######## restador_64bit_serial ########
## config.mk

```make
export PLATFORM = sky130hd
export DESIGN_NAME = restador_64bit_serial
export DESIGN_NICKNAME = d
export VERILOG_FILES = /design/src/rtl/restador_pkg.sv /design/src/rtl/restador_chunk.sv /design/src/rtl/restador_64bit_serial.sv
export SDC_FILE = /design/constraint.sdc
export NUM_CORES = 1
export LEC_CHECK = 0
export CORE_ASPECT_RATIO = 0.6
export CORE_UTILIZATION = 35
export CTS_CLUSTER_SIZE = 12
export DETAILED_ROUTE_END_ITERATION = 8
export GPL_ROUTABILITY_DRIVEN = 0
export PLACE_DENSITY = 0.59
export SYNTH_ARGS = -nofsm -noshare
export SYNTH_HDL_FRONTEND = slang
export SYNTH_HIERARCHICAL = 1
export SYNTH_SLANG_ARGS = --single-unit
```

## constraint.sdc

```tcl
create_clock -name clk -period 4.96 [get_ports clk]
set_input_delay 0.496 -clock clk [delete_from_list [all_inputs] [get_ports clk]]
set_output_delay 0.496 -clock clk [all_outputs]
set_load 0.1 [all_outputs]
```

## src/rtl/restador_pkg.sv

```systemverilog
// Shared types and defaults for the serial subtractor.
// Latency: n/a (package only).
// Backpressure: n/a (package only).
//
// Contents: FSM state type, default width/chunk sizes, signed-overflow helper.
package restador_pkg;

  typedef enum logic [1:0] {
    IDLE = 2'd0,
    CALC = 2'd1,
    DONE = 2'd2
  } state_t;

  localparam int DEF_WIDTH = 64;
  localparam int DEF_CHUNK = 16;

  // Two's-complement overflow of a - b: only possible when the operand signs
  // differ, and shows up as a result whose sign disagrees with the minuend.
  function automatic logic sub_ovf(input logic a_msb, input logic b_msb, input logic d_msb);
    return (a_msb != b_msb) && (d_msb != a_msb);
  endfunction

endpackage

```

## src/rtl/restador_chunk.sv

```systemverilog
// One CHUNK-wide slice of the subtractor: d_k = a_k + ~b_k + cin.
// Latency: combinational.
// Backpressure: none.
//
// Ports: a_k/b_k operand slices, cin carry-in (inverted borrow),
//        d_k difference slice, cout carry-out (inverted borrow-out).
module restador_chunk #(
  parameter int CHUNK = 16
) (
  input  logic [CHUNK-1:0] a_k,
  input  logic [CHUNK-1:0] b_k,
  input  logic             cin,
  output logic [CHUNK-1:0] d_k,
  output logic             cout
);

  logic [CHUNK:0] sum;

  assign sum  = {1'b0, a_k} + {1'b0, ~b_k} + {{CHUNK{1'b0}}, cin};
  assign d_k  = sum[CHUNK-1:0];
  assign cout = sum[CHUNK];

endmodule

```

## src/rtl/restador_64bit_serial.sv

```systemverilog
// Serial subtractor: diff = a - b - bin, CHUNK bits per cycle, LSB chunk first.
// Latency: result valid NCHUNK cycles after the operand handshake; one op in flight.
// Backpressure: out_ready=0 holds the result stable in DONE; in_ready is low until it drains.
//
// Ports: clk, rst_n (async active-low); in_valid/in_ready with a, b, bin;
//        out_valid/out_ready with diff, bout (unsigned borrow-out), ovf (signed overflow).
module restador_64bit_serial
  import restador_pkg::*;
#(
  parameter int WIDTH = DEF_WIDTH,
  parameter int CHUNK = DEF_CHUNK
) (
  input  logic             clk,
  input  logic             rst_n,
  input  logic             in_valid,
  output logic             in_ready,
  input  logic [WIDTH-1:0] a,
  input  logic [WIDTH-1:0] b,
  input  logic             bin,
  output logic             out_valid,
  input  logic             out_ready,
  output logic [WIDTH-1:0] diff,
  output logic             bout,
  output logic             ovf
);

  localparam int NCHUNK = WIDTH / CHUNK;
  localparam int CW     = (NCHUNK > 1) ? $clog2(NCHUNK) : 1;
  localparam logic [CW-1:0] LAST = CW'(NCHUNK - 1);

  if (WIDTH % CHUNK != 0) begin : g_bad_chunk
    $error("CHUNK must divide WIDTH");
  end

  state_t           state, state_nxt;
  logic [CW-1:0]    cnt;
  logic [WIDTH-1:0] a_r, b_r;
  logic             carry;
  logic             bout_r, ovf_r;

  // Chunked views of the operand and result registers so the counter can
  // select a slice by plain array indexing.
  logic [CHUNK-1:0] a_ch [NCHUNK];
  logic [CHUNK-1:0] b_ch [NCHUNK];
  logic [CHUNK-1:0] d_ch [NCHUNK];

  logic [CHUNK-1:0] a_k, b_k, d_k;
  logic             cout;
  logic             accept, last;

  for (genvar g = 0; g < NCHUNK; g++) begin : g_slice
    assign a_ch[g]                   = a_r[g*CHUNK +: CHUNK];
    assign b_ch[g]                   = b_r[g*CHUNK +: CHUNK];
    assign diff[g*CHUNK +: CHUNK]    = d_ch[g];
  end

  assign a_k = a_ch[cnt];
  assign b_k = b_ch[cnt];

  restador_chunk #(.CHUNK(CHUNK)) u_chunk (
    .a_k  (a_k),
    .b_k  (b_k),
    .cin  (carry),
    .d_k  (d_k),
    .cout (cout)
  );

  assign accept = (state == IDLE) && in_valid;
  assign last   = (state == CALC) && (cnt == LAST);
  assign bout   = bout_r;
  assign ovf    = ovf_r;

  always_ff @(posedge clk or negedge rst_n) begin
    if (!rst_n) state <= IDLE;
    else        state <= state_nxt;
  end

  always_comb begin
    state_nxt = state;
    in_ready  = 1'b0;
    out_valid = 1'b0;
    case (state)
      IDLE: begin
        in_ready = 1'b1;
        if (in_valid) state_nxt = CALC;
      end
      CALC: begin
        if (cnt == LAST) state_nxt = DONE;
      end
      DONE: begin
        out_valid = 1'b1;
        if (out_ready) state_nxt = IDLE;
      end
      default: state_nxt = IDLE;
    endcase
  end

  always_ff @(posedge clk or negedge rst_n) begin
    if (!rst_n) begin
      cnt    <= '0;
      a_r    <= '0;
      b_r    <= '0;
      carry  <= 1'b0;
      bout_r <= 1'b0;
      ovf_r  <= 1'b0;
      for (int i = 0; i < NCHUNK; i++) d_ch[i] <= '0;
    end else if (accept) begin
      a_r   <= a;
      b_r   <= b;
      // a - b - bin == a + ~b + (1 - bin), so the first carry is ~bin.
      carry <= ~bin;
      cnt   <= '0;
    end else if (state == CALC) begin
      d_ch[cnt] <= d_k;
      carry     <= cout;
      cnt       <= cnt + 1'b1;
      if (last) begin
        bout_r <= ~cout;
        // d_k[CHUNK-1] is the result MSB; diff's register is not yet updated.
        ovf_r  <= sub_ovf(a_r[WIDTH-1], b_r[WIDTH-1], d_k[CHUNK-1]);
      end
    end
  end

endmodule

```

######## masked_bram_burst_writer ########
**src/rtl/masked_bram_burst_writer.sv**
```systemverilog
// Masked burst writer: LEN words from base address, mask-only (2 cycles/word) or RMW (3 cycles/word), +1 DONE cycle.
// Word stream stalls on i_wdata_valid; BRAM requests are held until ack or the ACK_TIMEOUT abort.
module masked_bram_burst_writer #(
  parameter int DATA_W      = 32,
  parameter int ADDR_W      = 13,
  parameter int LEN_W       = 8,
  parameter int ACK_TIMEOUT = 255
) (
  input  logic              i_clk,
  input  logic              i_rst_n,
  input  logic              i_trig,
  input  logic [ADDR_W-1:0] i_base_addr,
  input  logic [LEN_W-1:0]  i_len,
  input  logic              i_rmw,
  input  logic [DATA_W-1:0] i_data_mask,
  input  logic [DATA_W-1:0] i_wdata,
  input  logic              i_wdata_valid,
  output logic              o_wdata_ready,
  output logic              o_busy,
  output logic              o_done,
  output logic              o_err,
  output logic [ADDR_W-1:0] o_bram_addr,
  output logic [DATA_W-1:0] o_bram_wdata,
  output logic              o_bram_wr_trig,
  input  logic              i_bram_wr_ack,
  output logic              o_bram_rd_trig,
  input  logic              i_bram_rd_ack,
  input  logic [DATA_W-1:0] i_bram_rdata
);

  localparam int              CNT_W    = (ACK_TIMEOUT > 1) ? $clog2(ACK_TIMEOUT) : 1;
  localparam bit              TMO_EN   = (ACK_TIMEOUT > 0);
  localparam logic [CNT_W-1:0] TMO_LAST = (ACK_TIMEOUT > 0) ? CNT_W'(ACK_TIMEOUT - 1) : '0;

  typedef enum logic [2:0] {
    S_IDLE,
    S_GET,
    S_RD,
    S_WR,
    S_DONE
  } state_t;

  state_t              r_state;
  state_t              w_nxt;
  logic [ADDR_W-1:0]   r_addr;
  logic [LEN_W-1:0]    r_rem;
  logic                r_rmw;
  logic [DATA_W-1:0]   r_mask;
  logic [DATA_W-1:0]   r_wdata;
  logic [DATA_W-1:0]   r_bram_wdata;
  logic [CNT_W-1:0]    r_tcnt;
  logic                r_err;
  logic                r_wdata_ready;
  logic                r_busy;
  logic                r_done;
  logic                r_wr_trig;
  logic                r_rd_trig;
  logic                w_tmo;

  // Last allowed cycle in RD/WR; an ack on this cycle still wins over the abort.
  assign w_tmo = TMO_EN && (r_tcnt == TMO_LAST);

  always_comb begin
    w_nxt = r_state;
    case (r_state)
      S_IDLE: begin
        if (i_trig) begin
          w_nxt = (i_len == '0) ? S_DONE : S_GET;
        end
      end
      S_GET: begin
        if (i_wdata_valid) begin
          w_nxt = r_rmw ? S_RD : S_WR;
        end
      end
      S_RD: begin
        if (i_bram_rd_ack) begin
          w_nxt = S_WR;
        end else if (w_tmo) begin
          w_nxt = S_DONE;
        end
      end
      S_WR: begin
        if (i_bram_wr_ack) begin
          w_nxt = (r_rem == LEN_W'(1)) ? S_DONE : S_GET;
        end else if (w_tmo) begin
          w_nxt = S_DONE;
        end
      end
      S_DONE:  w_nxt = S_IDLE;
      default: w_nxt = S_IDLE;
    endcase
  end

  always_ff @(posedge i_clk or negedge i_rst_n) begin
    if (!i_rst_n) begin
      r_state       <= S_IDLE;
      r_addr        <= '0;
      r_rem         <= '0;
      r_rmw         <= 1'b0;
      r_mask        <= '0;
      r_wdata       <= '0;
      r_bram_wdata  <= '0;
      r_tcnt        <= '0;
      r_err         <= 1'b0;
      r_wdata_ready <= 1'b0;
      r_busy        <= 1'b0;
      r_done        <= 1'b0;
      r_wr_trig     <= 1'b0;
      r_rd_trig     <= 1'b0;
    end else begin
      r_state       <= w_nxt;
      r_wdata_ready <= (w_nxt == S_GET);
      r_busy        <= (w_nxt == S_GET) || (w_nxt == S_RD) || (w_nxt == S_WR);
      r_done        <= (w_nxt == S_DONE);
      r_rd_trig     <= (w_nxt == S_RD);
      r_wr_trig     <= (w_nxt == S_WR);
      r_tcnt        <= (w_nxt != r_state) ? '0 : r_tcnt + CNT_W'(1);

      case (r_state)
        S_IDLE: begin
          if (i_trig) begin
            r_addr <= i_base_addr;
            r_rem  <= i_len;
            r_rmw  <= i_rmw;
            r_mask <= i_data_mask;
            r_err  <= 1'b0;
          end
        end
        S_GET: begin
          if (i_wdata_valid) begin
            r_wdata <= i_wdata;
            if (!r_rmw) begin
              r_bram_wdata <= i_wdata & r_mask;
            end
          end
        end
        S_RD: begin
          if (i_bram_rd_ack) begin
            r_bram_wdata <= (i_bram_rdata & ~r_mask) | (r_wdata & r_mask);
          end else if (w_tmo) begin
            r_err <= 1'b1;
          end
        end
        S_WR: begin
          if (i_bram_wr_ack) begin
            r_rem <= r_rem - LEN_W'(1);
            if (r_rem != LEN_W'(1)) begin
              r_addr <= r_addr + ADDR_W'(1);
            end
          end else if (w_tmo) begin
            r_err <= 1'b1;
          end
        end
        default: begin
        end
      endcase
    end
  end

  assign o_wdata_ready  = r_wdata_ready;
  assign o_busy         = r_busy;
  assign o_done         = r_done;
  assign o_err          = r_err;
  assign o_bram_addr    = r_addr;
  assign o_bram_wdata   = r_bram_wdata;
  assign o_bram_wr_trig = r_wr_trig;
  assign o_bram_rd_trig = r_rd_trig;

endmodule

```
**config.mk**
```make
export PLATFORM = sky130hd
export DESIGN_NAME = masked_bram_burst_writer
export DESIGN_NICKNAME = d
export VERILOG_FILES = /design/src/rtl/masked_bram_burst_writer.sv
export SDC_FILE = /design/constraint.sdc
export NUM_CORES = 1
export LEC_CHECK = 0
export ABC_AREA = 1
export CAP_MARGIN = 30
export CORE_UTILIZATION = 44
export DETAILED_ROUTE_END_ITERATION = 10
export PLACE_DENSITY = 0.76
export SLEW_MARGIN = 25
export SYNTH_ARGS = -nofsm -noshare
export SYNTH_HDL_FRONTEND = slang
export SYNTH_SLANG_ARGS = --single-unit
```
**constraint.sdc**
```tcl
create_clock -name i_clk -period 1.4 [get_ports i_clk]
set_input_delay 0.14 -clock i_clk [delete_from_list [all_inputs] [get_ports i_clk]]
set_output_delay 0.14 -clock i_clk [all_outputs]
set_load 0.1 [all_outputs]
```
######## oled_spi_byte_tx_flat ########
### src/rtl/oled_pkg.sv
// Shared constants and types for the OLED SPI byte transmitter.
package oled_pkg;

    localparam logic [1:0] IDLE  = 2'd0;
    localparam logic [1:0] SHIFT = 2'd1;
    localparam logic [1:0] DONE  = 2'd2;

    typedef enum logic [1:0] {
        StIdle  = IDLE,
        StShift = SHIFT,
        StDone  = DONE
    } tx_state_e;

    localparam logic OLED_SPI_CPOL = 1'b1;
    localparam logic OLED_DC_CMD   = 1'b0;
    localparam logic OLED_DC_DATA  = 1'b1;

    // Divider counter width: $clog2 of the divisor, never below one bit.
    function automatic int unsigned div_width(input int unsigned div);
        return (div > 1) ? $clog2(div) : 1;
    endfunction

endpackage

### src/rtl/oled_spi_byte_tx_if.sv
// Four-phase byte handshake between a byte producer and the SPI transmitter.
interface oled_spi_byte_tx_if;

    logic [7:0] sendData;
    logic       sendDc;
    logic       sendDataValid;
    logic       sendDone;
    logic       busy;

    modport master (
        output sendData,
        output sendDc,
        output sendDataValid,
        input  sendDone,
        input  busy
    );

    modport slave (
        input  sendData,
        input  sendDc,
        input  sendDataValid,
        output sendDone,
        output busy
    );

endinterface

### src/rtl/spi_half_tick.sv
// SPI half-period divider: one-cycle tick every CLK_DIV enabled cycles.
module spi_half_tick
    import oled_pkg::*;
#(
    parameter int unsigned CLK_DIV = 5
) (
    input  logic clk_i,
    input  logic rst_ni,
    input  logic en_i,
    output logic tick_o
);

    localparam int unsigned DivW = div_width(CLK_DIV);
    localparam logic [DivW-1:0] Term = DivW'(CLK_DIV - 1);

    logic [DivW-1:0] cnt_q, cnt_d;

    assign tick_o = en_i && (cnt_q == Term);

    // Counter sits at zero whenever disabled, so every byte starts a fresh half-period.
    always_comb begin
        cnt_d = '0;
        if (en_i && !tick_o) begin
            cnt_d = cnt_q + DivW'(1);
        end
    end

    always_ff @(posedge clk_i or negedge rst_ni) begin
        if (!rst_ni) begin
            cnt_q <= '0;
        end else begin
            cnt_q <= cnt_d;
        end
    end

endmodule

### src/rtl/oled_spi_byte_tx.sv
// Accepts one byte per four-phase handshake and shifts it out MSB-first on SPI mode 3.
module oled_spi_byte_tx
    import oled_pkg::*;
#(
    parameter int unsigned CLK_DIV = 5
) (
    input  logic                clock,
    input  logic                reset_n,
    oled_spi_byte_tx_if.slave   bus,
    output logic                oled_spi_clk,
    output logic                oled_spi_data,
    output logic                oled_dc_n
);

    tx_state_e  state_q;
    logic [7:0] shift_q;
    logic [3:0] half_q;
    logic       spi_clk_q;
    logic       spi_data_q;
    logic       dc_q;
    logic       done_q;
    logic       busy_q;
    logic       tick;

    spi_half_tick #(
        .CLK_DIV (CLK_DIV)
    ) u_half_tick (
        .clk_i  (clock),
        .rst_ni (reset_n),
        .en_i   (state_q == StShift),
        .tick_o (tick)
    );

    always_ff @(posedge clock or negedge reset_n) begin
        if (!reset_n) begin
            state_q    <= StIdle;
            shift_q    <= '0;
            half_q     <= '0;
            spi_clk_q  <= OLED_SPI_CPOL;
            spi_data_q <= 1'b0;
            dc_q       <= OLED_DC_DATA;
            done_q     <= 1'b0;
            busy_q     <= 1'b0;
        end else begin
            unique case (state_q)
                StIdle: begin
                    if (bus.sendDataValid && !done_q) begin
                        state_q    <= StShift;
                        shift_q    <= bus.sendData;
                        dc_q       <= bus.sendDc;
                        spi_data_q <= bus.sendData[7];
                        half_q     <= '0;
                        busy_q     <= 1'b1;
                    end
                end
                StShift: begin
                    if (tick) begin
                        spi_clk_q <= ~spi_clk_q;
                        half_q    <= half_q + 4'd1;
                        // Even counts are falling edges: present the next bit while SCK is low.
                        if (!half_q[0]) begin
                            spi_data_q <= shift_q[7];
                        end else begin
                            shift_q <= {shift_q[6:0], 1'b0};
                            if (half_q == 4'd15) begin
                                state_q <= StDone;
                                done_q  <= 1'b1;
                            end
                        end
                    end
                end
                StDone: begin
                    if (!bus.sendDataValid) begin
                        state_q <= StIdle;
                        done_q  <= 1'b0;
                        busy_q  <= 1'b0;
                    end
                end
                default: state_q <= StIdle;
            endcase
        end
    end

    assign bus.sendDone  = done_q;
    assign bus.busy      = busy_q;
    assign oled_spi_clk  = spi_clk_q;
    assign oled_spi_data = spi_data_q;
    assign oled_dc_n     = dc_q;

endmodule
### src/flat_wrapper.sv
// flat-port wrapper written by rule: the top's interface ports become plain ports
module oled_spi_byte_tx_flat import oled_pkg::*;
#(
    parameter int unsigned CLK_DIV = 5
)
  (clock, reset_n, oled_spi_clk, oled_spi_data, oled_dc_n, bus_sendData, bus_sendDc, bus_sendDataValid, bus_sendDone, bus_busy);
  oled_spi_byte_tx_if bus_i ();
  input  logic clock;
  input  logic reset_n;
  output logic oled_spi_clk;
  output logic oled_spi_data;
  output logic oled_dc_n;
  input wire logic [$bits(bus_i.sendData)-1:0] bus_sendData;
  input wire logic [$bits(bus_i.sendDc)-1:0] bus_sendDc;
  input wire logic [$bits(bus_i.sendDataValid)-1:0] bus_sendDataValid;
  output wire logic [$bits(bus_i.sendDone)-1:0] bus_sendDone;
  output wire logic [$bits(bus_i.busy)-1:0] bus_busy;
  assign bus_i.sendData = bus_sendData;
  assign bus_i.sendDc = bus_sendDc;
  assign bus_i.sendDataValid = bus_sendDataValid;
  assign bus_sendDone = bus_i.sendDone;
  assign bus_busy = bus_i.busy;
  oled_spi_byte_tx #(.CLK_DIV(CLK_DIV)) u_core (.clock(clock), .reset_n(reset_n), .bus(bus_i), .oled_spi_clk(oled_spi_clk), .oled_spi_data(oled_spi_data), .oled_dc_n(oled_dc_n));
endmodule
### config.mk
export PLATFORM = sky130hd
export DESIGN_NAME = oled_spi_byte_tx_flat
export DESIGN_NICKNAME = d
export VERILOG_FILES = /design/src/rtl/oled_pkg.sv /design/src/rtl/oled_spi_byte_tx_if.sv /design/src/rtl/spi_half_tick.sv /design/src/rtl/oled_spi_byte_tx.sv /design/src/flat_wrapper.sv
export SDC_FILE = /design/constraint.sdc
export NUM_CORES = 1
export LEC_CHECK = 0
export CORE_MARGIN = 2
export CORE_UTILIZATION = 38
export CTS_BUF_LIST = sky130_fd_sc_hd__clkbuf_2
export DETAILED_ROUTE_END_ITERATION = 8
export SYNTH_ARGS = -nofsm -noshare
export SYNTH_HDL_FRONTEND = slang
export SYNTH_SLANG_ARGS = --single-unit
### constraint.sdc
create_clock -name clock -period 2.4 [get_ports clock]
set_clock_uncertainty 0.15 [all_clocks]
set_input_delay 0.36 -clock clock [delete_from_list [all_inputs] [get_ports clock]]
set_output_delay 0.36 -clock clock [all_outputs]
set_load 0.03 [all_outputs]
######## cnn_conv_sequencer_flat ########
File: config.mk
export PLATFORM = sky130hd
export DESIGN_NAME = cnn_conv_sequencer_flat
export DESIGN_NICKNAME = d
export VERILOG_FILES = /design/src/rtl/cnn_pkg.sv /design/src/rtl/cnn_conv_sequencer_if.sv /design/src/rtl/cnn_win_addr_gen.sv /design/src/rtl/cnn_conv_sequencer.sv /design/src/flat_wrapper.sv
export SDC_FILE = /design/constraint.sdc
export NUM_CORES = 1
export LEC_CHECK = 0
export ABC_AREA = 1
export ABC_CLOCK_PERIOD_IN_PS = 3600
export CAP_MARGIN = 25
export CORE_MARGIN = 8
export CORE_UTILIZATION = 57
export CTS_CLUSTER_SIZE = 8
export DETAILED_ROUTE_END_ITERATION = 10
export HOLD_SLACK_MARGIN = 0.12
export PLACE_DENSITY = 0.78
export SLEW_MARGIN = 10
export SYNTH_ARGS = -nofsm -noshare
export SYNTH_HDL_FRONTEND = slang
export SYNTH_SLANG_ARGS = --single-unit
File: constraint.sdc
create_clock -name clk -period 3.6 [get_ports clk]
set_input_delay 0.72 -clock clk [delete_from_list [all_inputs] [get_ports clk]]
set_output_delay 0.72 -clock clk [all_outputs]
set_load 0.01 [all_outputs]
File: src/rtl/cnn_pkg.sv
// Shared constants, state encoding and kernel-tap helpers for the layer-1
// convolution sequencer.
package cnn_pkg;

  localparam int IMG_W   = 32;
  localparam int K       = 3;
  localparam int OUT_W   = IMG_W - K + 1;
  localparam int N_TAP   = K * K;
  localparam int N_WGT   = 72;
  localparam int N_BIAS  = 8;
  localparam int MAC_LAT = 2;
  localparam int PX_AW   = 10;
  localparam int RES_AW  = 10;
  localparam int W_AW    = 7;
  localparam int B_AW    = 3;
  localparam int RC_W    = 5;
  localparam int T_W     = 4;

  typedef enum logic [2:0] {
    S_IDLE  = 3'd0,
    S_LOAD  = 3'd1,
    S_CONV  = 3'd2,
    S_DRAIN = 3'd3,
    S_DONE  = 3'd4
  } seq_state_e;

  // Kernel row offset of tap t (t / 3).
  function automatic logic [1:0] tap_ky(input logic [T_W-1:0] t);
    case (t)
      4'd0, 4'd1, 4'd2: tap_ky = 2'd0;
      4'd3, 4'd4, 4'd5: tap_ky = 2'd1;
      4'd6, 4'd7, 4'd8: tap_ky = 2'd2;
      default:          tap_ky = 2'd0;
    endcase
  endfunction

  // Kernel column offset of tap t (t % 3).
  function automatic logic [1:0] tap_kx(input logic [T_W-1:0] t);
    case (t)
      4'd0, 4'd3, 4'd6: tap_kx = 2'd0;
      4'd1, 4'd4, 4'd7: tap_kx = 2'd1;
      4'd2, 4'd5, 4'd8: tap_kx = 2'd2;
      default:          tap_kx = 2'd0;
    endcase
  endfunction

endpackage

File: src/rtl/cnn_conv_sequencer_if.sv
// Buffer-read, MAC-control and result-write bus between the sequencer and
// the convolution datapath.
interface cnn_conv_sequencer_if;
  import cnn_pkg::*;

  logic              w_rd_en;
  logic [W_AW-1:0]   w_rd_addr;
  logic              b_rd_en;
  logic [B_AW-1:0]   b_rd_addr;
  logic              px_rd_en;
  logic [PX_AW-1:0]  px_rd_addr;
  logic              mac_en;
  logic              mac_clear;
  logic              mac_last;
  logic              res_wr_en;
  logic [RES_AW-1:0] res_wr_addr;
  logic              res_wr_ready;

  modport master (
    output w_rd_en, w_rd_addr, b_rd_en, b_rd_addr, px_rd_en, px_rd_addr,
    output mac_en, mac_clear, mac_last, res_wr_en, res_wr_addr,
    input  res_wr_ready
  );

  modport slave (
    input  w_rd_en, w_rd_addr, b_rd_en, b_rd_addr, px_rd_en, px_rd_addr,
    input  mac_en, mac_clear, mac_last, res_wr_en, res_wr_addr,
    output res_wr_ready
  );

endinterface

File: src/rtl/cnn_win_addr_gen.sv
// Output-position / kernel-tap walker: tap fastest, then column, then row.
// Produces the pixel address of the current tap, the result address of the
// current position, and first/last/final tap flags.
module cnn_win_addr_gen
  import cnn_pkg::*;
(
  input  logic              clk,
  input  logic              rst,
  input  logic              i_advance,
  input  logic              i_hold,
  output logic [PX_AW-1:0]  o_px_addr,
  output logic [RES_AW-1:0] o_res_addr,
  output logic              o_first,
  output logic              o_last,
  output logic              o_final
);

  logic [RC_W-1:0] r_row;
  logic [RC_W-1:0] r_col;
  logic [T_W-1:0]  r_tap;
  logic            w_step;
  logic            w_last;
  logic            w_col_end;
  logic            w_row_end;
  logic [RC_W-1:0] w_px_row;
  logic [RC_W-1:0] w_px_col;

  assign w_step    = i_advance && !i_hold;
  assign w_last    = (r_tap == T_W'(N_TAP - 1));
  assign w_col_end = (r_col == RC_W'(OUT_W - 1));
  assign w_row_end = (r_row == RC_W'(OUT_W - 1));

  // Nested row/column/tap counters; the final tap wraps everything to zero.
  always_ff @(posedge clk) begin
    if (rst) begin
      r_row <= 5'd0;
      r_col <= 5'd0;
      r_tap <= 4'd0;
    end else if (w_step) begin
      if (!w_last) begin
        r_tap <= r_tap + 4'd1;
      end else begin
        r_tap <= 4'd0;
        if (!w_col_end) begin
          r_col <= r_col + 5'd1;
        end else begin
          r_col <= 5'd0;
          r_row <= w_row_end ? 5'd0 : r_row + 5'd1;
        end
      end
    end
  end

  // Row and column never exceed 31, so the 32-wide address is a concatenation.
  assign w_px_row   = r_row + RC_W'(tap_ky(r_tap));
  assign w_px_col   = r_col + RC_W'(tap_kx(r_tap));
  assign o_px_addr  = {w_px_row, w_px_col};
  assign o_res_addr = RES_AW'(r_row) * RES_AW'(OUT_W) + RES_AW'(r_col);
  assign o_first    = (r_tap == 4'd0);
  assign o_last     = w_last;
  assign o_final    = w_last && w_col_end && w_row_end;

endmodule

File: src/rtl/cnn_conv_sequencer.sv
// Layer-1 3x3 convolution control: weight/bias load, tap issue over the
// 30x30 output grid, MAC enable alignment and result write with backpressure.
// Optional build macro: CNN_SEQ_PERF_EN adds o_perf_stall_cycles.
module cnn_conv_sequencer
  import cnn_pkg::*;
(
  input  logic clk,
  input  logic rst,
  input  logic i_start,
  output logic o_busy,
  output logic o_cnn_done,
`ifdef CNN_SEQ_PERF_EN
  output logic [31:0] o_perf_stall_cycles,
`endif
  cnn_conv_sequencer_if.master bus
);

  localparam int PIPE_D = MAC_LAT + 1;

  seq_state_e        r_state;
  seq_state_e        w_state_nxt;
  logic [W_AW-1:0]   r_load_cnt;
  logic              w_stall;
  logic              w_issue;
  logic              r_mac_en;
  logic              r_mac_clear;
  logic              r_mac_last;
  logic [PIPE_D-1:0] r_pipe_vld;
  logic [RES_AW-1:0] r_pipe_addr [PIPE_D];
  logic [PX_AW-1:0]  w_px_addr;
  logic [RES_AW-1:0] w_res_addr;
  logic              w_first;
  logic              w_last;
  logic              w_final;

  // A write presented but not accepted freezes the whole sequencer.
  assign w_stall = r_pipe_vld[MAC_LAT] && !bus.res_wr_ready;
  assign w_issue = (r_state == S_CONV) && !w_stall;

  cnn_win_addr_gen u_addr_gen (
    .clk        (clk),
    .rst        (rst),
    .i_advance  (r_state == S_CONV),
    .i_hold     (w_stall),
    .o_px_addr  (w_px_addr),
    .o_res_addr (w_res_addr),
    .o_first    (w_first),
    .o_last     (w_last),
    .o_final    (w_final)
  );

  // FSM state register.
  always_ff @(posedge clk) begin
    if (rst) begin
      r_state <= S_IDLE;
    end else begin
      r_state <= w_state_nxt;
    end
  end

  // Next-state decode; every wait condition already accounts for stall.
  always_comb begin
    w_state_nxt = r_state;
    case (r_state)
      S_IDLE: begin
        if (i_start) w_state_nxt = S_LOAD;
        else         w_state_nxt = S_IDLE;
      end
      S_LOAD: begin
        if (!w_stall && (r_load_cnt == W_AW'(N_WGT - 1))) w_state_nxt = S_CONV;
        else                                              w_state_nxt = S_LOAD;
      end
      S_CONV: begin
        if (w_issue && w_final) w_state_nxt = S_DRAIN;
        else                    w_state_nxt = S_CONV;
      end
      S_DRAIN: begin
        if (r_pipe_vld[MAC_LAT] && !w_stall) w_state_nxt = S_DONE;
        else                                 w_state_nxt = S_DRAIN;
      end
      S_DONE:  w_state_nxt = S_IDLE;
      default: w_state_nxt = S_IDLE;
    endcase
  end

  // Weight/bias load index, one word per LOAD cycle.
  always_ff @(posedge clk) begin
    if (rst) begin
      r_load_cnt <= 7'd0;
    end else if ((r_state == S_LOAD) && !w_stall) begin
      r_load_cnt <= (r_load_cnt == W_AW'(N_WGT - 1)) ? 7'd0 : r_load_cnt + 7'd1;
    end
  end

  // MAC-enable stage and result-address pipe, both frozen during a stall.
  always_ff @(posedge clk) begin
    if (rst) begin
      r_mac_en    <= 1'b0;
      r_mac_clear <= 1'b0;
      r_mac_last  <= 1'b0;
      r_pipe_vld  <= '0;
      for (int i = 0; i < PIPE_D; i++) r_pipe_addr[i] <= '0;
    end else if (!w_stall) begin
      r_mac_en       <= w_issue;
      r_mac_clear    <= w_issue && w_first;
      r_mac_last     <= w_issue && w_last;
      r_pipe_vld     <= {r_pipe_vld[PIPE_D-2:0], w_issue && w_last};
      r_pipe_addr[0] <= w_res_addr;
      for (int i = 1; i < PIPE_D; i++) r_pipe_addr[i] <= r_pipe_addr[i-1];
    end
  end

`ifdef CNN_SEQ_PERF_EN
  logic [31:0] r_perf_stall;

  // Saturating stall-cycle counter, cleared when a pass is accepted.
  always_ff @(posedge clk) begin
    if (rst) begin
      r_perf_stall <= 32'd0;
    end else if ((r_state == S_IDLE) && i_start) begin
      r_perf_stall <= 32'd0;
    end else if (w_stall && (r_perf_stall != 32'hFFFF_FFFF)) begin
      r_perf_stall <= r_perf_stall + 32'd1;
    end
  end

  assign o_perf_stall_cycles = r_perf_stall;
`endif

  assign o_busy          = (r_state != S_IDLE);
  assign o_cnn_done      = (r_state == S_DONE);
  assign bus.w_rd_en     = (r_state == S_LOAD);
  assign bus.w_rd_addr   = r_load_cnt;
  assign bus.b_rd_en     = (r_state == S_LOAD) && (r_load_cnt < W_AW'(N_BIAS));
  assign bus.b_rd_addr   = r_load_cnt[B_AW-1:0];
  assign bus.px_rd_en    = (r_state == S_CONV);
  assign bus.px_rd_addr  = w_px_addr;
  assign bus.mac_en      = r_mac_en    && !w_stall;
  assign bus.mac_clear   = r_mac_clear && !w_stall;
  assign bus.mac_last    = r_mac_last  && !w_stall;
  assign bus.res_wr_en   = r_pipe_vld[MAC_LAT];
  assign bus.res_wr_addr = r_pipe_addr[MAC_LAT];

endmodule

File: src/flat_wrapper.sv
// flat-port wrapper written by rule: the top's interface ports become plain ports
module cnn_conv_sequencer_flat import cnn_pkg::*;
  (clk, rst, i_start, o_busy, o_cnn_done, bus_w_rd_en, bus_w_rd_addr, bus_b_rd_en, bus_b_rd_addr, bus_px_rd_en, bus_px_rd_addr, bus_mac_en, bus_mac_clear, bus_mac_last, bus_res_wr_en, bus_res_wr_addr, bus_res_wr_ready);
  cnn_conv_sequencer_if bus_i ();
  input  logic clk;
  input  logic rst;
  input  logic i_start;
  output logic o_busy;
  output logic o_cnn_done;
  output wire logic [$bits(bus_i.w_rd_en)-1:0] bus_w_rd_en;
  output wire logic [$bits(bus_i.w_rd_addr)-1:0] bus_w_rd_addr;
  output wire logic [$bits(bus_i.b_rd_en)-1:0] bus_b_rd_en;
  output wire logic [$bits(bus_i.b_rd_addr)-1:0] bus_b_rd_addr;
  output wire logic [$bits(bus_i.px_rd_en)-1:0] bus_px_rd_en;
  output wire logic [$bits(bus_i.px_rd_addr)-1:0] bus_px_rd_addr;
  output wire logic [$bits(bus_i.mac_en)-1:0] bus_mac_en;
  output wire logic [$bits(bus_i.mac_clear)-1:0] bus_mac_clear;
  output wire logic [$bits(bus_i.mac_last)-1:0] bus_mac_last;
  output wire logic [$bits(bus_i.res_wr_en)-1:0] bus_res_wr_en;
  output wire logic [$bits(bus_i.res_wr_addr)-1:0] bus_res_wr_addr;
  input wire logic [$bits(bus_i.res_wr_ready)-1:0] bus_res_wr_ready;
  assign bus_w_rd_en = bus_i.w_rd_en;
  assign bus_w_rd_addr = bus_i.w_rd_addr;
  assign bus_b_rd_en = bus_i.b_rd_en;
  assign bus_b_rd_addr = bus_i.b_rd_addr;
  assign bus_px_rd_en = bus_i.px_rd_en;
  assign bus_px_rd_addr = bus_i.px_rd_addr;
  assign bus_mac_en = bus_i.mac_en;
  assign bus_mac_clear = bus_i.mac_clear;
  assign bus_mac_last = bus_i.mac_last;
  assign bus_res_wr_en = bus_i.res_wr_en;
  assign bus_res_wr_addr = bus_i.res_wr_addr;
  assign bus_i.res_wr_ready = bus_res_wr_ready;
  cnn_conv_sequencer u_core (.clk(clk), .rst(rst), .i_start(i_start), .o_busy(o_busy), .o_cnn_done(o_cnn_done), .bus(bus_i));
endmodule

==> gallery <==
Signal metal coverage by tile.
panel A
Drawn at 2 px/um. The die is cut into 21 by 13 equal tiles; white is low, dark blue is high, scaled to the fullest tile. Values are wire area over tile area, all layers added.
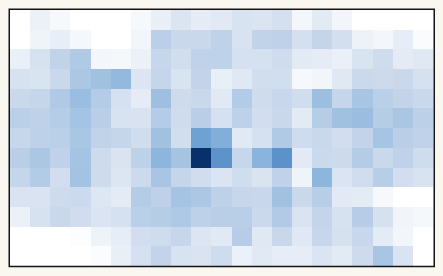
panel B
Drawn at 6 px/um. The die is cut into 11 by 11 equal tiles; white is low, dark blue is high, scaled to the fullest tile. Values are wire area over tile area, all layers added.
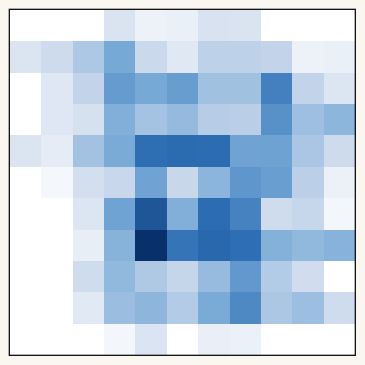
panel C
Drawn at 3 px/um. The die is cut into 25 by 25 equal tiles; white is low, dark blue is high, scaled to the fullest tile. Values are wire area over tile area, all layers added.
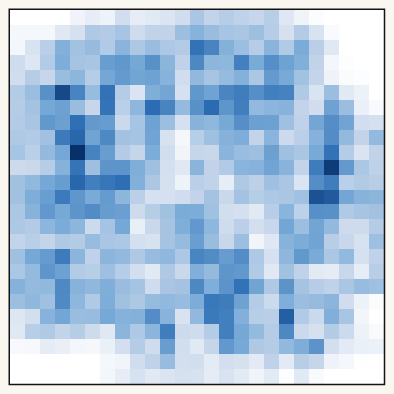
panel D
Drawn at 4 px/um. The die is cut into 20 by 20 equal tiles; white is low, dark blue is high, scaled to the fullest tile. Values are wire area over tile area, all layers added.
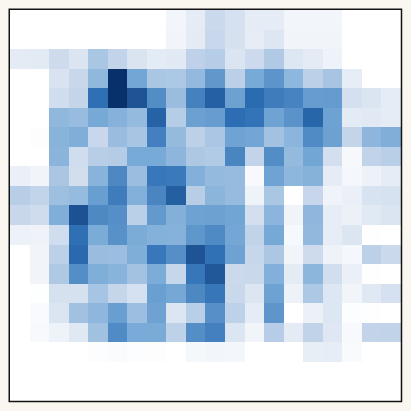
| picture | from |
|---|---|
| panel D | cnn_conv_sequencer_flat |
| panel B | oled_spi_byte_tx_flat |
| panel A | restador_64bit_serial |
| panel C | masked_bram_burst_writer |
Of these, smallest die: panel B
Of these, largest die: panel A

restador_64bit_serial, congestion heat map:
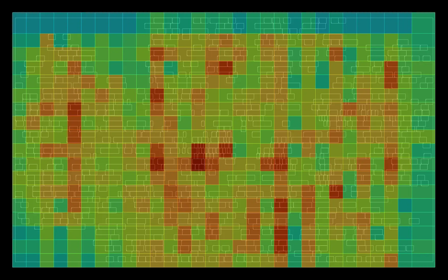
global-route track usage on met2: 28.9%
busiest layer in global routing: met2

==> flow_summary.ini, restador_64bit_serial <==
; generated from flow reports
[outcome]
run_status = finished clean

[sta]
clock-skew-final_ns = 0.0102
finalHoldViolCount = 0
setup_tns_ns = 0

[route]
met3_wirelength_mm = 1.47
detail_routed_via_count_per_cell = 4.92
top_layer_used = met5

[place]
placedInstanceArea_um2 = 11500
hpwl_mm = 18.2
preCtsSetupSlack_ns = 0.966

[floorplan]
dieArea_um2 = 27100
boundaryPins = 201

[cts]
cts_hold_repair.buffers = 0
cts_buffer_depth = 2

[critical_path]
path_buffers = 1
crit_path_max_incr_delay_ns = 0.77
rrSetupSlack_ns = 0.96
worst_setup_path_start_kind = register

[yosys]
synth-edff-count = 0
yosys.cell_count.top_type = sky130_fd_sc_hd__dfrtp_1

[layout]
most_common_logic_cells_in_the_final_layout = 199 x sky130_fd_sc_hd__clkdlybuf4s50_1, 197 x sky130_fd_sc_hd__dfrtp_1, 188 x sky130_fd_sc_hd__mux2_2, 32 x sky130_fd_sc_hd__mux4_2, 28 x sky130_fd_sc_hd__inv_1
[restador_64bit_serial: kinds of logic after synthesis]
| family | synth area share, % |
|---|---|
| compound gates | 3.67 |
| simple gates | 3.17 |
| fa+ha+maj | 3.01 |
| xor+xnor | 1.04 |
| mux | 31.3 |
| buf+inv | 3.89 |
| flops | 53.9 |
[restador_64bit_serial: metrics by stage]
step           util [%]  cells
3_3_place_gp       44.9   1144
2_1_floorplan         -    616
4_1_cts            47.2   1176
6_report           47.2   1180
3_5_place_dp       44.9   1144
5_1_grt            47.2   1176
[restador_64bit_serial: final cells by class]
| cell class | count | area [um^2] |
|---|---|---|
| diodes | 4 | 10.0 |
| clock buffers | 20 | 467 |
| clock inverters | 12 | 115 |
| fillers | 2211 | 13500 |
| inverters | 28 | 105 |
| multi-input cells | 359 | 3900 |
| flip-flops and latches | 199 | 4980 |
| well taps | 352 | 440 |
| repair buffers | 206 | 2080 |
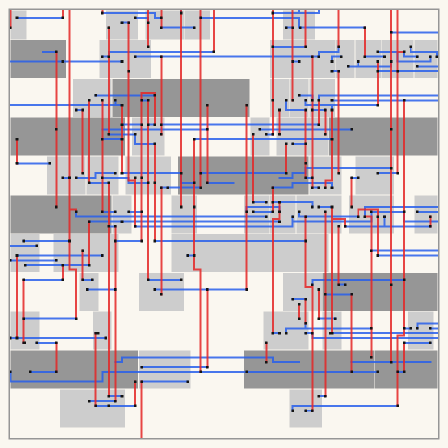
oled_spi_byte_tx_flat: a small window of the routed layout
Window x 14 to 44, y 2 to 32 um. Cells in gray, sequential cells in the stronger gray; small squares are vias.
Key: red = M2; blue = M1
51 logic cells have their middle in the window. Most frequent: dfrtp_1 (7), inv_1 (4), nand2_1 (4). Netlist names of flops here include `u_core.u_half_tick.cnt_q` (3), `u_core.state_q` (2). Sequential cells in the window: 8.

==> flow_summary.ini, oled_spi_byte_tx_flat <==
; generated from flow reports
[outcome]
run_status = finished clean

[route]
routed-wl-met2_mm = 1.01
remaining_drc_errors = 0
met3_wirelength_um = 56
drt_wl_total_mm = 2.05

[cts]
post_cts_resize_count = 0
clkSlewWorstSetupHoldPaths_ns = 0.21
cts_buffer_depth = 2

[yosys]
ys_cells = 94
post_synthesis_chip_area_from_yosys_um2 = 1080
yosys.cell_count.top_type = sky130_fd_sc_hd__dfrtp_1

[floorplan]
die_width_um = 57.4

[layout]
most_common_logic_cells_in_the_final_layout = 20 x sky130_fd_sc_hd__dfrtp_1, 16 x sky130_fd_sc_hd__clkdlybuf4s50_1, 14 x sky130_fd_sc_hd__mux2_2, 9 x sky130_fd_sc_hd__nand2_1, 8 x sky130_fd_sc_hd__buf_4
area_growth_pct = 26.3

[critical_path]
crit_path_max_incr_delay_ns = 0.67
worst_ep_required_time_ns = 1.89
crit_cells = 1

[global_routing]
gr-max-usage-layer = met2
global_route.usage.met3_pct = 2.72

[sta]
period_used_pct = 86.8
hold_slack_ns = 0.195
maxSlewHeadroom_pct = 78.9
final_max_slew_viol_count = 0

[place]
place_congestion = 0.767
## oled_spi_byte_tx_flat: registers in the layout, indices dropped and copies added, names as in the netlist
name                      count
u_core.oled_dc_n              1
u_core.half_q                 4
u_core.u_half_tick.cnt_q      3
u_core.oled_spi_data          1
u_core.shift_q                8
u_core.bus.busy               1
u_core.state_q                2
u_core.oled_spi_clk           1
u_core.bus.sendDone           1
## oled_spi_byte_tx_flat: metrics by stage
step | utilization, % | setup WS (ns) | cell area [um^2] | cells
after floorplan | - | 0.521 | 1080 | 94
after global placement | 48.5 | 0.257 | 1330 | 145
after detailed placement | 48.5 | 0.236 | 1330 | 145
after CTS | 50.1 | 0.290 | 1370 | 149
after global routing | 50.1 | 0.249 | 1370 | 149
final | 50.1 | 0.317 | 1370 | 149
## oled_spi_byte_tx_flat: cells by family after synthesis
group,after synthesis,synth area share [%]
compound gates,16,10.6
xor+xnor,2,1.62
buf+inv,8,3.11
simple gates,28,14.8
fa+ha+maj,3,3.46
flops,22,51.0
mux,15,15.5
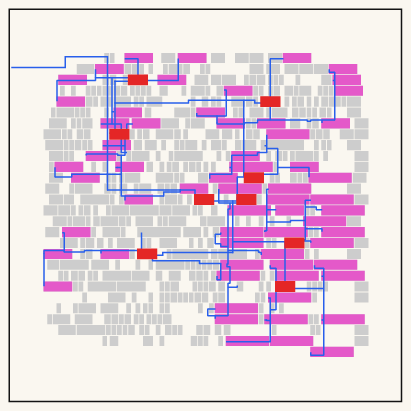
cnn_conv_sequencer_flat: clock distribution
Drawn at 4 px/um.
Key: magenta = flip-flops [count 63]; blue = clock wires [length 798 um]; red = clock-net drivers [count 9]
There are 10 routed clock nets.

==> flow_summary.ini, cnn_conv_sequencer_flat <==
; generated from flow reports
[floorplan]
number_of_rows_created_at_floorplan = 29
n_tap_cell = 77

[critical_path]
worstSetupStartpoint = u_core.u_addr_gen.r_row[0]$_SDFFE_PP0P_
worst-path-max-fanout = 9
worst-setup-path-type = reg -> reg

[sta]
clock.fmax_mhz = 299
worst-slew-pin-transition_ns = 0.664

[cts]
tritoncts = done

[layout]
register_share_of_the_cell_area_pct = 35.1
most_common_logic_cells_in_the_final_layout = 99 x sky130_fd_sc_hd__inv_1, 74 x sky130_fd_sc_hd__nand2_1, 67 x sky130_fd_sc_hd__nor2_1, 42 x sky130_fd_sc_hd__clkdlybuf4s50_1, 32 x sky130_fd_sc_hd__dfxtp_1

[hold_path]
number_of_cells_on_the_worst_hold_path = 2

[run]
warnings = 38

[yosys]
xor_area_share_pct = 2.53

[outcome]
run_status = finished clean
cnn_conv_sequencer_flat: stage by stage:
stage	hold slack (ns)	util [%]	area [um^2]	setup slack [ns]
floorplan	0.446	-	3800	0.404
global placement	0.462	65.9	4230	0.314
detailed placement	0.460	65.9	4230	0.167
CTS	0.474	69.1	4440	0.120
global route	0.509	69.3	4450	0.0251
finish	0.473	69.3	4450	0.250
cnn_conv_sequencer_flat: per-layer routing:
| layer | part of all wire (%) | track usage [%] |
|---|---|---|
| met5 | 0 | 0 |
| met2 | 49 | 26.2 |
| met3 | 5.2 | 5.30 |
| met4 | 1.1 | 5.64 |
| met1 | 45 | 16.4 |
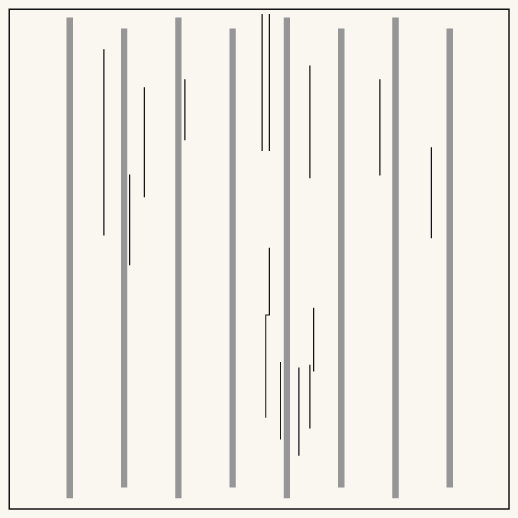
masked_bram_burst_writer: met4 routing
Drawn at 4 px/um. Supply wires on this layer in gray.
The layer holds 1.8% of the routed length. 12 nets have wire on it. The longest straight run is 46.2 um. The wires run mostly vertical. The layer carries 368 um of wire.
via total after detailed routing: 6556
Routed WL: 21.0 mm

==> flow_summary.ini, masked_bram_burst_writer <==
; generated from flow reports
[outcome]
run_status = finished, violations left
failed_checks = setup timing

[sta]
fin_ws_ns = -0.279
finalHoldViolCount = 0
hold_slack_ns = 0.176
min_tclk_post_route_ns = 1.68
finalSetupViolations = 134

[place]
place.detailed.instances = 1191

[global_routing]
antenna_found_initial = 0

[layout]
mostFrequentLayoutCell = sky130_fd_sc_hd__nand2_1
finish.cell_count_without_fillers = 1248
dominant_cells = multi-input combinational cells

[cts]
cts_buffer_depth = 2
tritoncts = done

[yosys]
ys_async_sr_fraction_pct = 100
synth.area.top_cells = sky130_fd_sc_hd__dfrtp_1 51%, sky130_fd_sc_hd__nand2_1 15%, sky130_fd_sc_hd__nor2_1 5.1%
synth-edff-count = 0
postSynthRegisterBits = 135

[critical_path]
path_buffers = 2

[power]
masked_bram_burst_writer: worst paths after layout:
kind                                            to  slack, ns  depth (start not counted)
min in group i_clk          r_mask[12]$_DFFE_PN0P_       0.25                          3
setup / recovery                  o_busy$_DFF_PN0_      -0.28                          7
hold / removal                r_rem[2]$_DFFE_PN0P_       0.18                          2
setup reg to reg                  o_busy$_DFF_PN0_      -0.28                          7
hold reg to reg            r_wdata[21]$_DFFE_PN0P_       0.48                          2
max in group asynchronous  r_wdata[25]$_DFFE_PN0P_       0.67                          3
masked_bram_burst_writer: per-stage QoR:
stage               instance area, um^2  setup TNS, ns  setup slack, ns  util, %
finish                            11300         -19.43           -0.279     77.4
global route                      11300         -31.30           -0.352     77.4
CTS                               10900         -12.30           -0.191     74.7
detailed placement                 9720         -21.27           -0.310     66.6
global placement                   9720         -16.87           -0.223     66.6
floorplan                          6830          -7.53           -0.203        -

######## cell_neighbor_reader ########
cell_neighbor_reader, a small window of the routed layout:
Window x 23 to 53, y 8 to 38 um. Cells in gray, sequential cells in the stronger gray; small squares are vias.
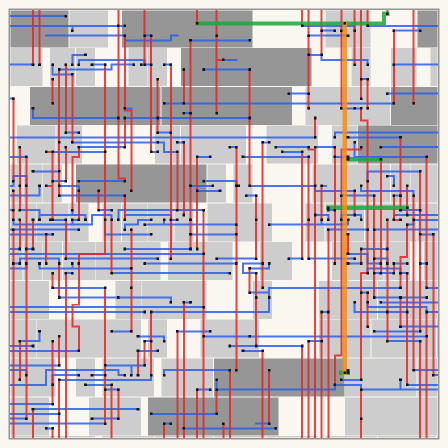
==> config.mk <==
export PLATFORM = sky130hd
export DESIGN_NAME = cell_neighbor_reader
export DESIGN_NICKNAME = d
export VERILOG_FILES = /design/src/rtl/pacman_pkg.sv /design/src/rtl/neighbor_addr_gen.sv /design/src/rtl/cell_neighbor_reader.sv
export SDC_FILE = /design/constraint.sdc
export NUM_CORES = 1
export LEC_CHECK = 0
export CAP_MARGIN = 20
export CORE_UTILIZATION = 52
export CTS_BUF_LIST = sky130_fd_sc_hd__clkbuf_8 sky130_fd_sc_hd__clkbuf_16
export CTS_CLUSTER_SIZE = 10
export DETAILED_ROUTE_END_ITERATION = 10
export PLACE_DENSITY_LB_ADDON = 0.25
export SLEW_MARGIN = 20
export SYNTH_ARGS = -nofsm -noshare
export SYNTH_HDL_FRONTEND = slang
export SYNTH_SLANG_ARGS = --single-unit
==> constraint.sdc <==
create_clock -name clk -period 5.6 [get_ports clk]
set_input_delay 1.12 -clock clk [delete_from_list [all_inputs] [get_ports clk]]
set_output_delay 1.12 -clock clk [all_outputs]
set_load 0.1 [all_outputs]
==> src/rtl/pacman_pkg.sv <==
`default_nettype none
// ============================================================================
// pacman_pkg : shared map geometry, read-slot indices and tile encoding
// Rev 1.0
// ============================================================================
package pacman_pkg;

    localparam int MAP_BITS  = 5;
    localparam int NUM_SLOTS = 5;

    typedef logic [2:0] slot_t;

    localparam slot_t SLOT_C = 3'd0;
    localparam slot_t SLOT_U = 3'd1;
    localparam slot_t SLOT_D = 3'd2;
    localparam slot_t SLOT_L = 3'd3;
    localparam slot_t SLOT_R = 3'd4;

    localparam int TILE_TYPE_LSB = 0;
    localparam int TILE_TYPE_W   = 2;

    typedef enum logic [1:0] {
        TILE_EMPTY = 2'd0,
        TILE_WALL  = 2'd1,
        TILE_DOOR  = 2'd2,
        TILE_GATE  = 2'd3
    } tile_type_e;

    // Anything other than an empty tile blocks movement.
    function automatic logic tile_is_wall(input logic [7:0] tile);
        tile_type_e t;
        t = tile_type_e'(tile[TILE_TYPE_LSB +: TILE_TYPE_W]);
        return t != TILE_EMPTY;
    endfunction

endpackage
`default_nettype wire

==> src/rtl/neighbor_addr_gen.sv <==
`default_nettype none
// ============================================================================
// neighbor_addr_gen : tile RAM address {row, col} of the centre or one of its
// four neighbours, wrapping around the map edges. Rev 1.0
// ============================================================================
module neighbor_addr_gen
    import pacman_pkg::*;
#(
    parameter int MAP_BITS = pacman_pkg::MAP_BITS
) (
    input  logic [MAP_BITS-1:0]   x_i,
    input  logic [MAP_BITS-1:0]   y_i,
    input  slot_t                 slot_i,
    output logic [2*MAP_BITS-1:0] addr_o
);

    localparam logic [MAP_BITS-1:0] C_ONE = 1;

    logic [MAP_BITS-1:0] row;
    logic [MAP_BITS-1:0] col;

    // Plain MAP_BITS-wide add/sub gives the torus wrap for free.
    always_comb begin
        row = y_i;
        col = x_i;
        case (slot_i)
            SLOT_U:  row = y_i - C_ONE;
            SLOT_D:  row = y_i + C_ONE;
            SLOT_L:  col = x_i - C_ONE;
            SLOT_R:  col = x_i + C_ONE;
            default: ;
        endcase
    end

    assign addr_o = {row, col};

endmodule
`default_nettype wire

==> src/rtl/cell_neighbor_reader.sv <==
`default_nettype none
// ============================================================================
// cell_neighbor_reader : fetches the tile bytes of a cell and its four
// neighbours through a shared, arbitrated tile RAM port. Rev 1.0
// ============================================================================
module cell_neighbor_reader
    import pacman_pkg::*;
#(
    parameter int MAP_BITS = pacman_pkg::MAP_BITS
) (
    input  logic                  clk,
    input  logic                  reset,
    input  logic                  req_valid,
    output logic                  req_ready,
    input  logic [MAP_BITS-1:0]   req_x,
    input  logic [MAP_BITS-1:0]   req_y,
    input  logic                  ram_grant,
    output logic                  ram_rd,
    output logic [2*MAP_BITS-1:0] ram_addr,
    input  logic [7:0]            ram_dout,
    output logic                  rsp_valid,
    input  logic                  rsp_ready,
    output logic [7:0]            rsp_c,
    output logic [7:0]            rsp_u,
    output logic [7:0]            rsp_d,
    output logic [7:0]            rsp_l,
    output logic [7:0]            rsp_r,
    output logic [3:0]            rsp_walls
);

    localparam logic [1:0] S_IDLE  = 2'd0;
    localparam logic [1:0] S_ISSUE = 2'd1;
    localparam logic [1:0] S_DRAIN = 2'd2;
    localparam logic [1:0] S_RESP  = 2'd3;

    logic [1:0]            state_q, state_d;
    logic [MAP_BITS-1:0]   x_q, y_q;
    slot_t                 idx_q, slot_q;
    logic                  issued_q;
    logic                  live_q;
    logic [7:0]            tile_q [NUM_SLOTS];
    logic [2*MAP_BITS-1:0] nb_addr;
    logic                  accept;

    neighbor_addr_gen #(
        .MAP_BITS (MAP_BITS)
    ) u_addr_gen (
        .x_i    (x_q),
        .y_i    (y_q),
        .slot_i (idx_q),
        .addr_o (nb_addr)
    );

    // live_q keeps req_ready low until the first edge after reset release.
    assign req_ready = (state_q == S_IDLE) && live_q;
    assign accept    = req_valid && req_ready;
    assign ram_rd    = (state_q == S_ISSUE);
    assign ram_addr  = ram_rd ? nb_addr : '0;
    assign rsp_valid = (state_q == S_RESP);

    assign rsp_c = tile_q[SLOT_C];
    assign rsp_u = tile_q[SLOT_U];
    assign rsp_d = tile_q[SLOT_D];
    assign rsp_l = tile_q[SLOT_L];
    assign rsp_r = tile_q[SLOT_R];

    assign rsp_walls = {tile_is_wall(tile_q[SLOT_R]), tile_is_wall(tile_q[SLOT_L]),
                        tile_is_wall(tile_q[SLOT_D]), tile_is_wall(tile_q[SLOT_U])};

    always_comb begin
        state_d = state_q;
        case (state_q)
            S_IDLE:  if (accept) state_d = S_ISSUE;
            S_ISSUE: if (ram_grant && idx_q == SLOT_R) state_d = S_DRAIN;
            S_DRAIN: if (issued_q && slot_q == SLOT_R) state_d = S_RESP;
            S_RESP:  if (rsp_ready) state_d = S_IDLE;
            default: state_d = S_IDLE;
        endcase
    end

    always_ff @(posedge clk or negedge reset) begin
        if (!reset) begin
            state_q  <= S_IDLE;
            x_q      <= '0;
            y_q      <= '0;
            idx_q    <= '0;
            slot_q   <= '0;
            issued_q <= 1'b0;
            live_q   <= 1'b0;
            for (int i = 0; i < NUM_SLOTS; i++) tile_q[i] <= '0;
        end else begin
            state_q  <= state_d;
            live_q   <= 1'b1;
            // Data returns one cycle after the grant, so remember which slot it belongs to.
            issued_q <= (state_q == S_ISSUE) && ram_grant;
            slot_q   <= idx_q;
            if (accept) begin
                x_q   <= req_x;
                y_q   <= req_y;
                idx_q <= '0;
            end else if (state_q == S_ISSUE && ram_grant) begin
                idx_q <= (idx_q == SLOT_R) ? '0 : idx_q + 3'd1;
            end
            if (issued_q && slot_q <= SLOT_R) tile_q[slot_q] <= ram_dout;
        end
    end

endmodule
`default_nettype wire

==> flow_summary.ini <==
; generated from flow reports
[outcome]
run_status = finished clean

[yosys]
yosys_warnings = 0
synthAdderAreaFrac_pct = 8.27
synthFlopType = sky130_fd_sc_hd__dfrtp_1

[global_routing]
number_of_global_route_vias_before_repair = 2069

[critical_path]
capturing_point_of_the_worst_reg2reg_path = rsp_u[7]$_DFFE_PN0P_
timing.rr.start = slot_q[0]$_DFF_PN0_

[layout]
logic_area_um2 = 1350
diodes = 0
layout.nets = 361

[hold_path]
worstHoldStart = idx_q[1]$_DFFE_PN0P_
worst_hold_path_type = reg -> reg

[sta]
fin_ws_ns = 0.969

[floorplan]
die_width_um = 76.7

[cts]
clkSlewWorstSetupHoldPaths_ns = 0.06
Notes on 'a small window of the routed layout' of cell_neighbor_reader above:
Key: orange = M4; red = M2; blue = M1; green = M3
Netlist names of flops here include `idx_q` (3), `slot_q` (3). 73 logic cells have their middle in the window. Sequential cells in the window: 8. Most frequent: nand2_1 (11), dfrtp_1 (8).

## synth_stat cells, types with 3 or more instances
| library cell | instances |
|---|---|
| sky130_fd_sc_hd__a21oi_1 | 7 |
| sky130_fd_sc_hd__dfrtp_1 | 60 |
| sky130_fd_sc_hd__nand3_1 | 5 |
| sky130_fd_sc_hd__nand2_1 | 20 |
| sky130_fd_sc_hd__nand2b_1 | 4 |
| sky130_fd_sc_hd__inv_1 | 10 |
| sky130_fd_sc_hd__o21ai_0 | 4 |
| sky130_fd_sc_hd__xnor2_1 | 3 |
| sky130_fd_sc_hd__ha_1 | 16 |
| sky130_fd_sc_hd__nor2_1 | 12 |
| sky130_fd_sc_hd__or2_2 | 4 |
| sky130_fd_sc_hd__mux2_2 | 47 |
| sky130_fd_sc_hd__buf_2 | 3 |
## layout make-up
cell class | count | share of cell area [%]
flip-flops and latches | 60 | 37.5
clock buffers | 11 | 3.78
repair buffers | 81 | 20.0
multi-input cells | 157 | 33.7
well taps | 70 | 2.19
clock inverters | 4 | 1.81
inverters | 11 | 1.06
## sequential cells by signal, summed over array words and instances, names as in the netlist, 5 cells and up
register and flops:
rsp_c 8, rsp_d 8, rsp_l 8, rsp_r 8
rsp_u 8, x_q 5, y_q 5


==> layout pictures side by side <==
A small window of the routed layout.
picture 1
Window x 34 to 64, y 14 to 44 um. Cells in gray, sequential cells in the stronger gray; small squares are vias.
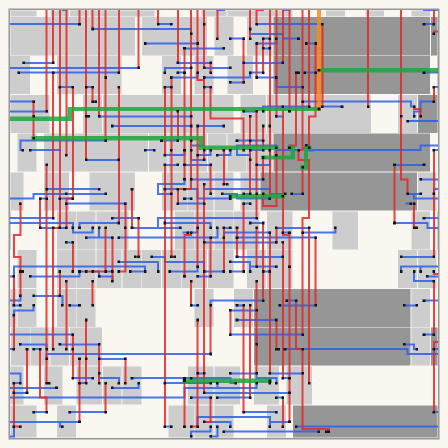
picture 2
Window x 91 to 121, y 23 to 53 um. Cells in gray, sequential cells in the stronger gray; small squares are vias.
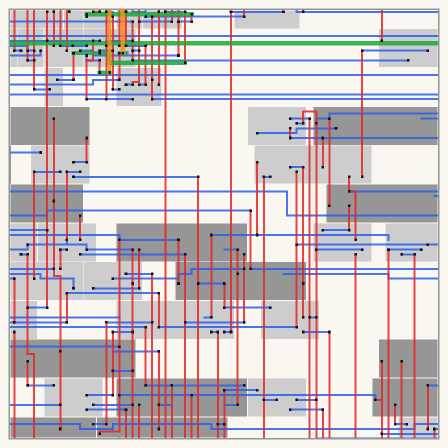
picture 3
Window x 47 to 77, y 22 to 52 um. Cells in gray, sequential cells in the stronger gray; small squares are vias.
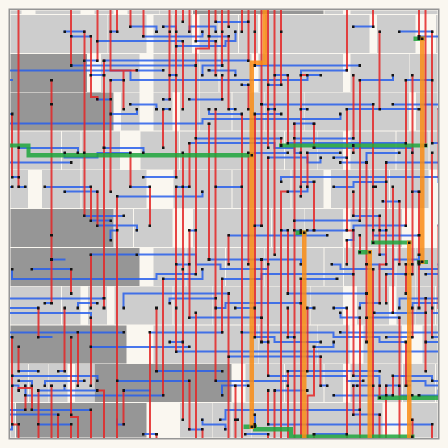
- picture 2 = restador_64bit_serial
- picture 1 = cnn_conv_sequencer_flat
- picture 3 = masked_bram_burst_writer

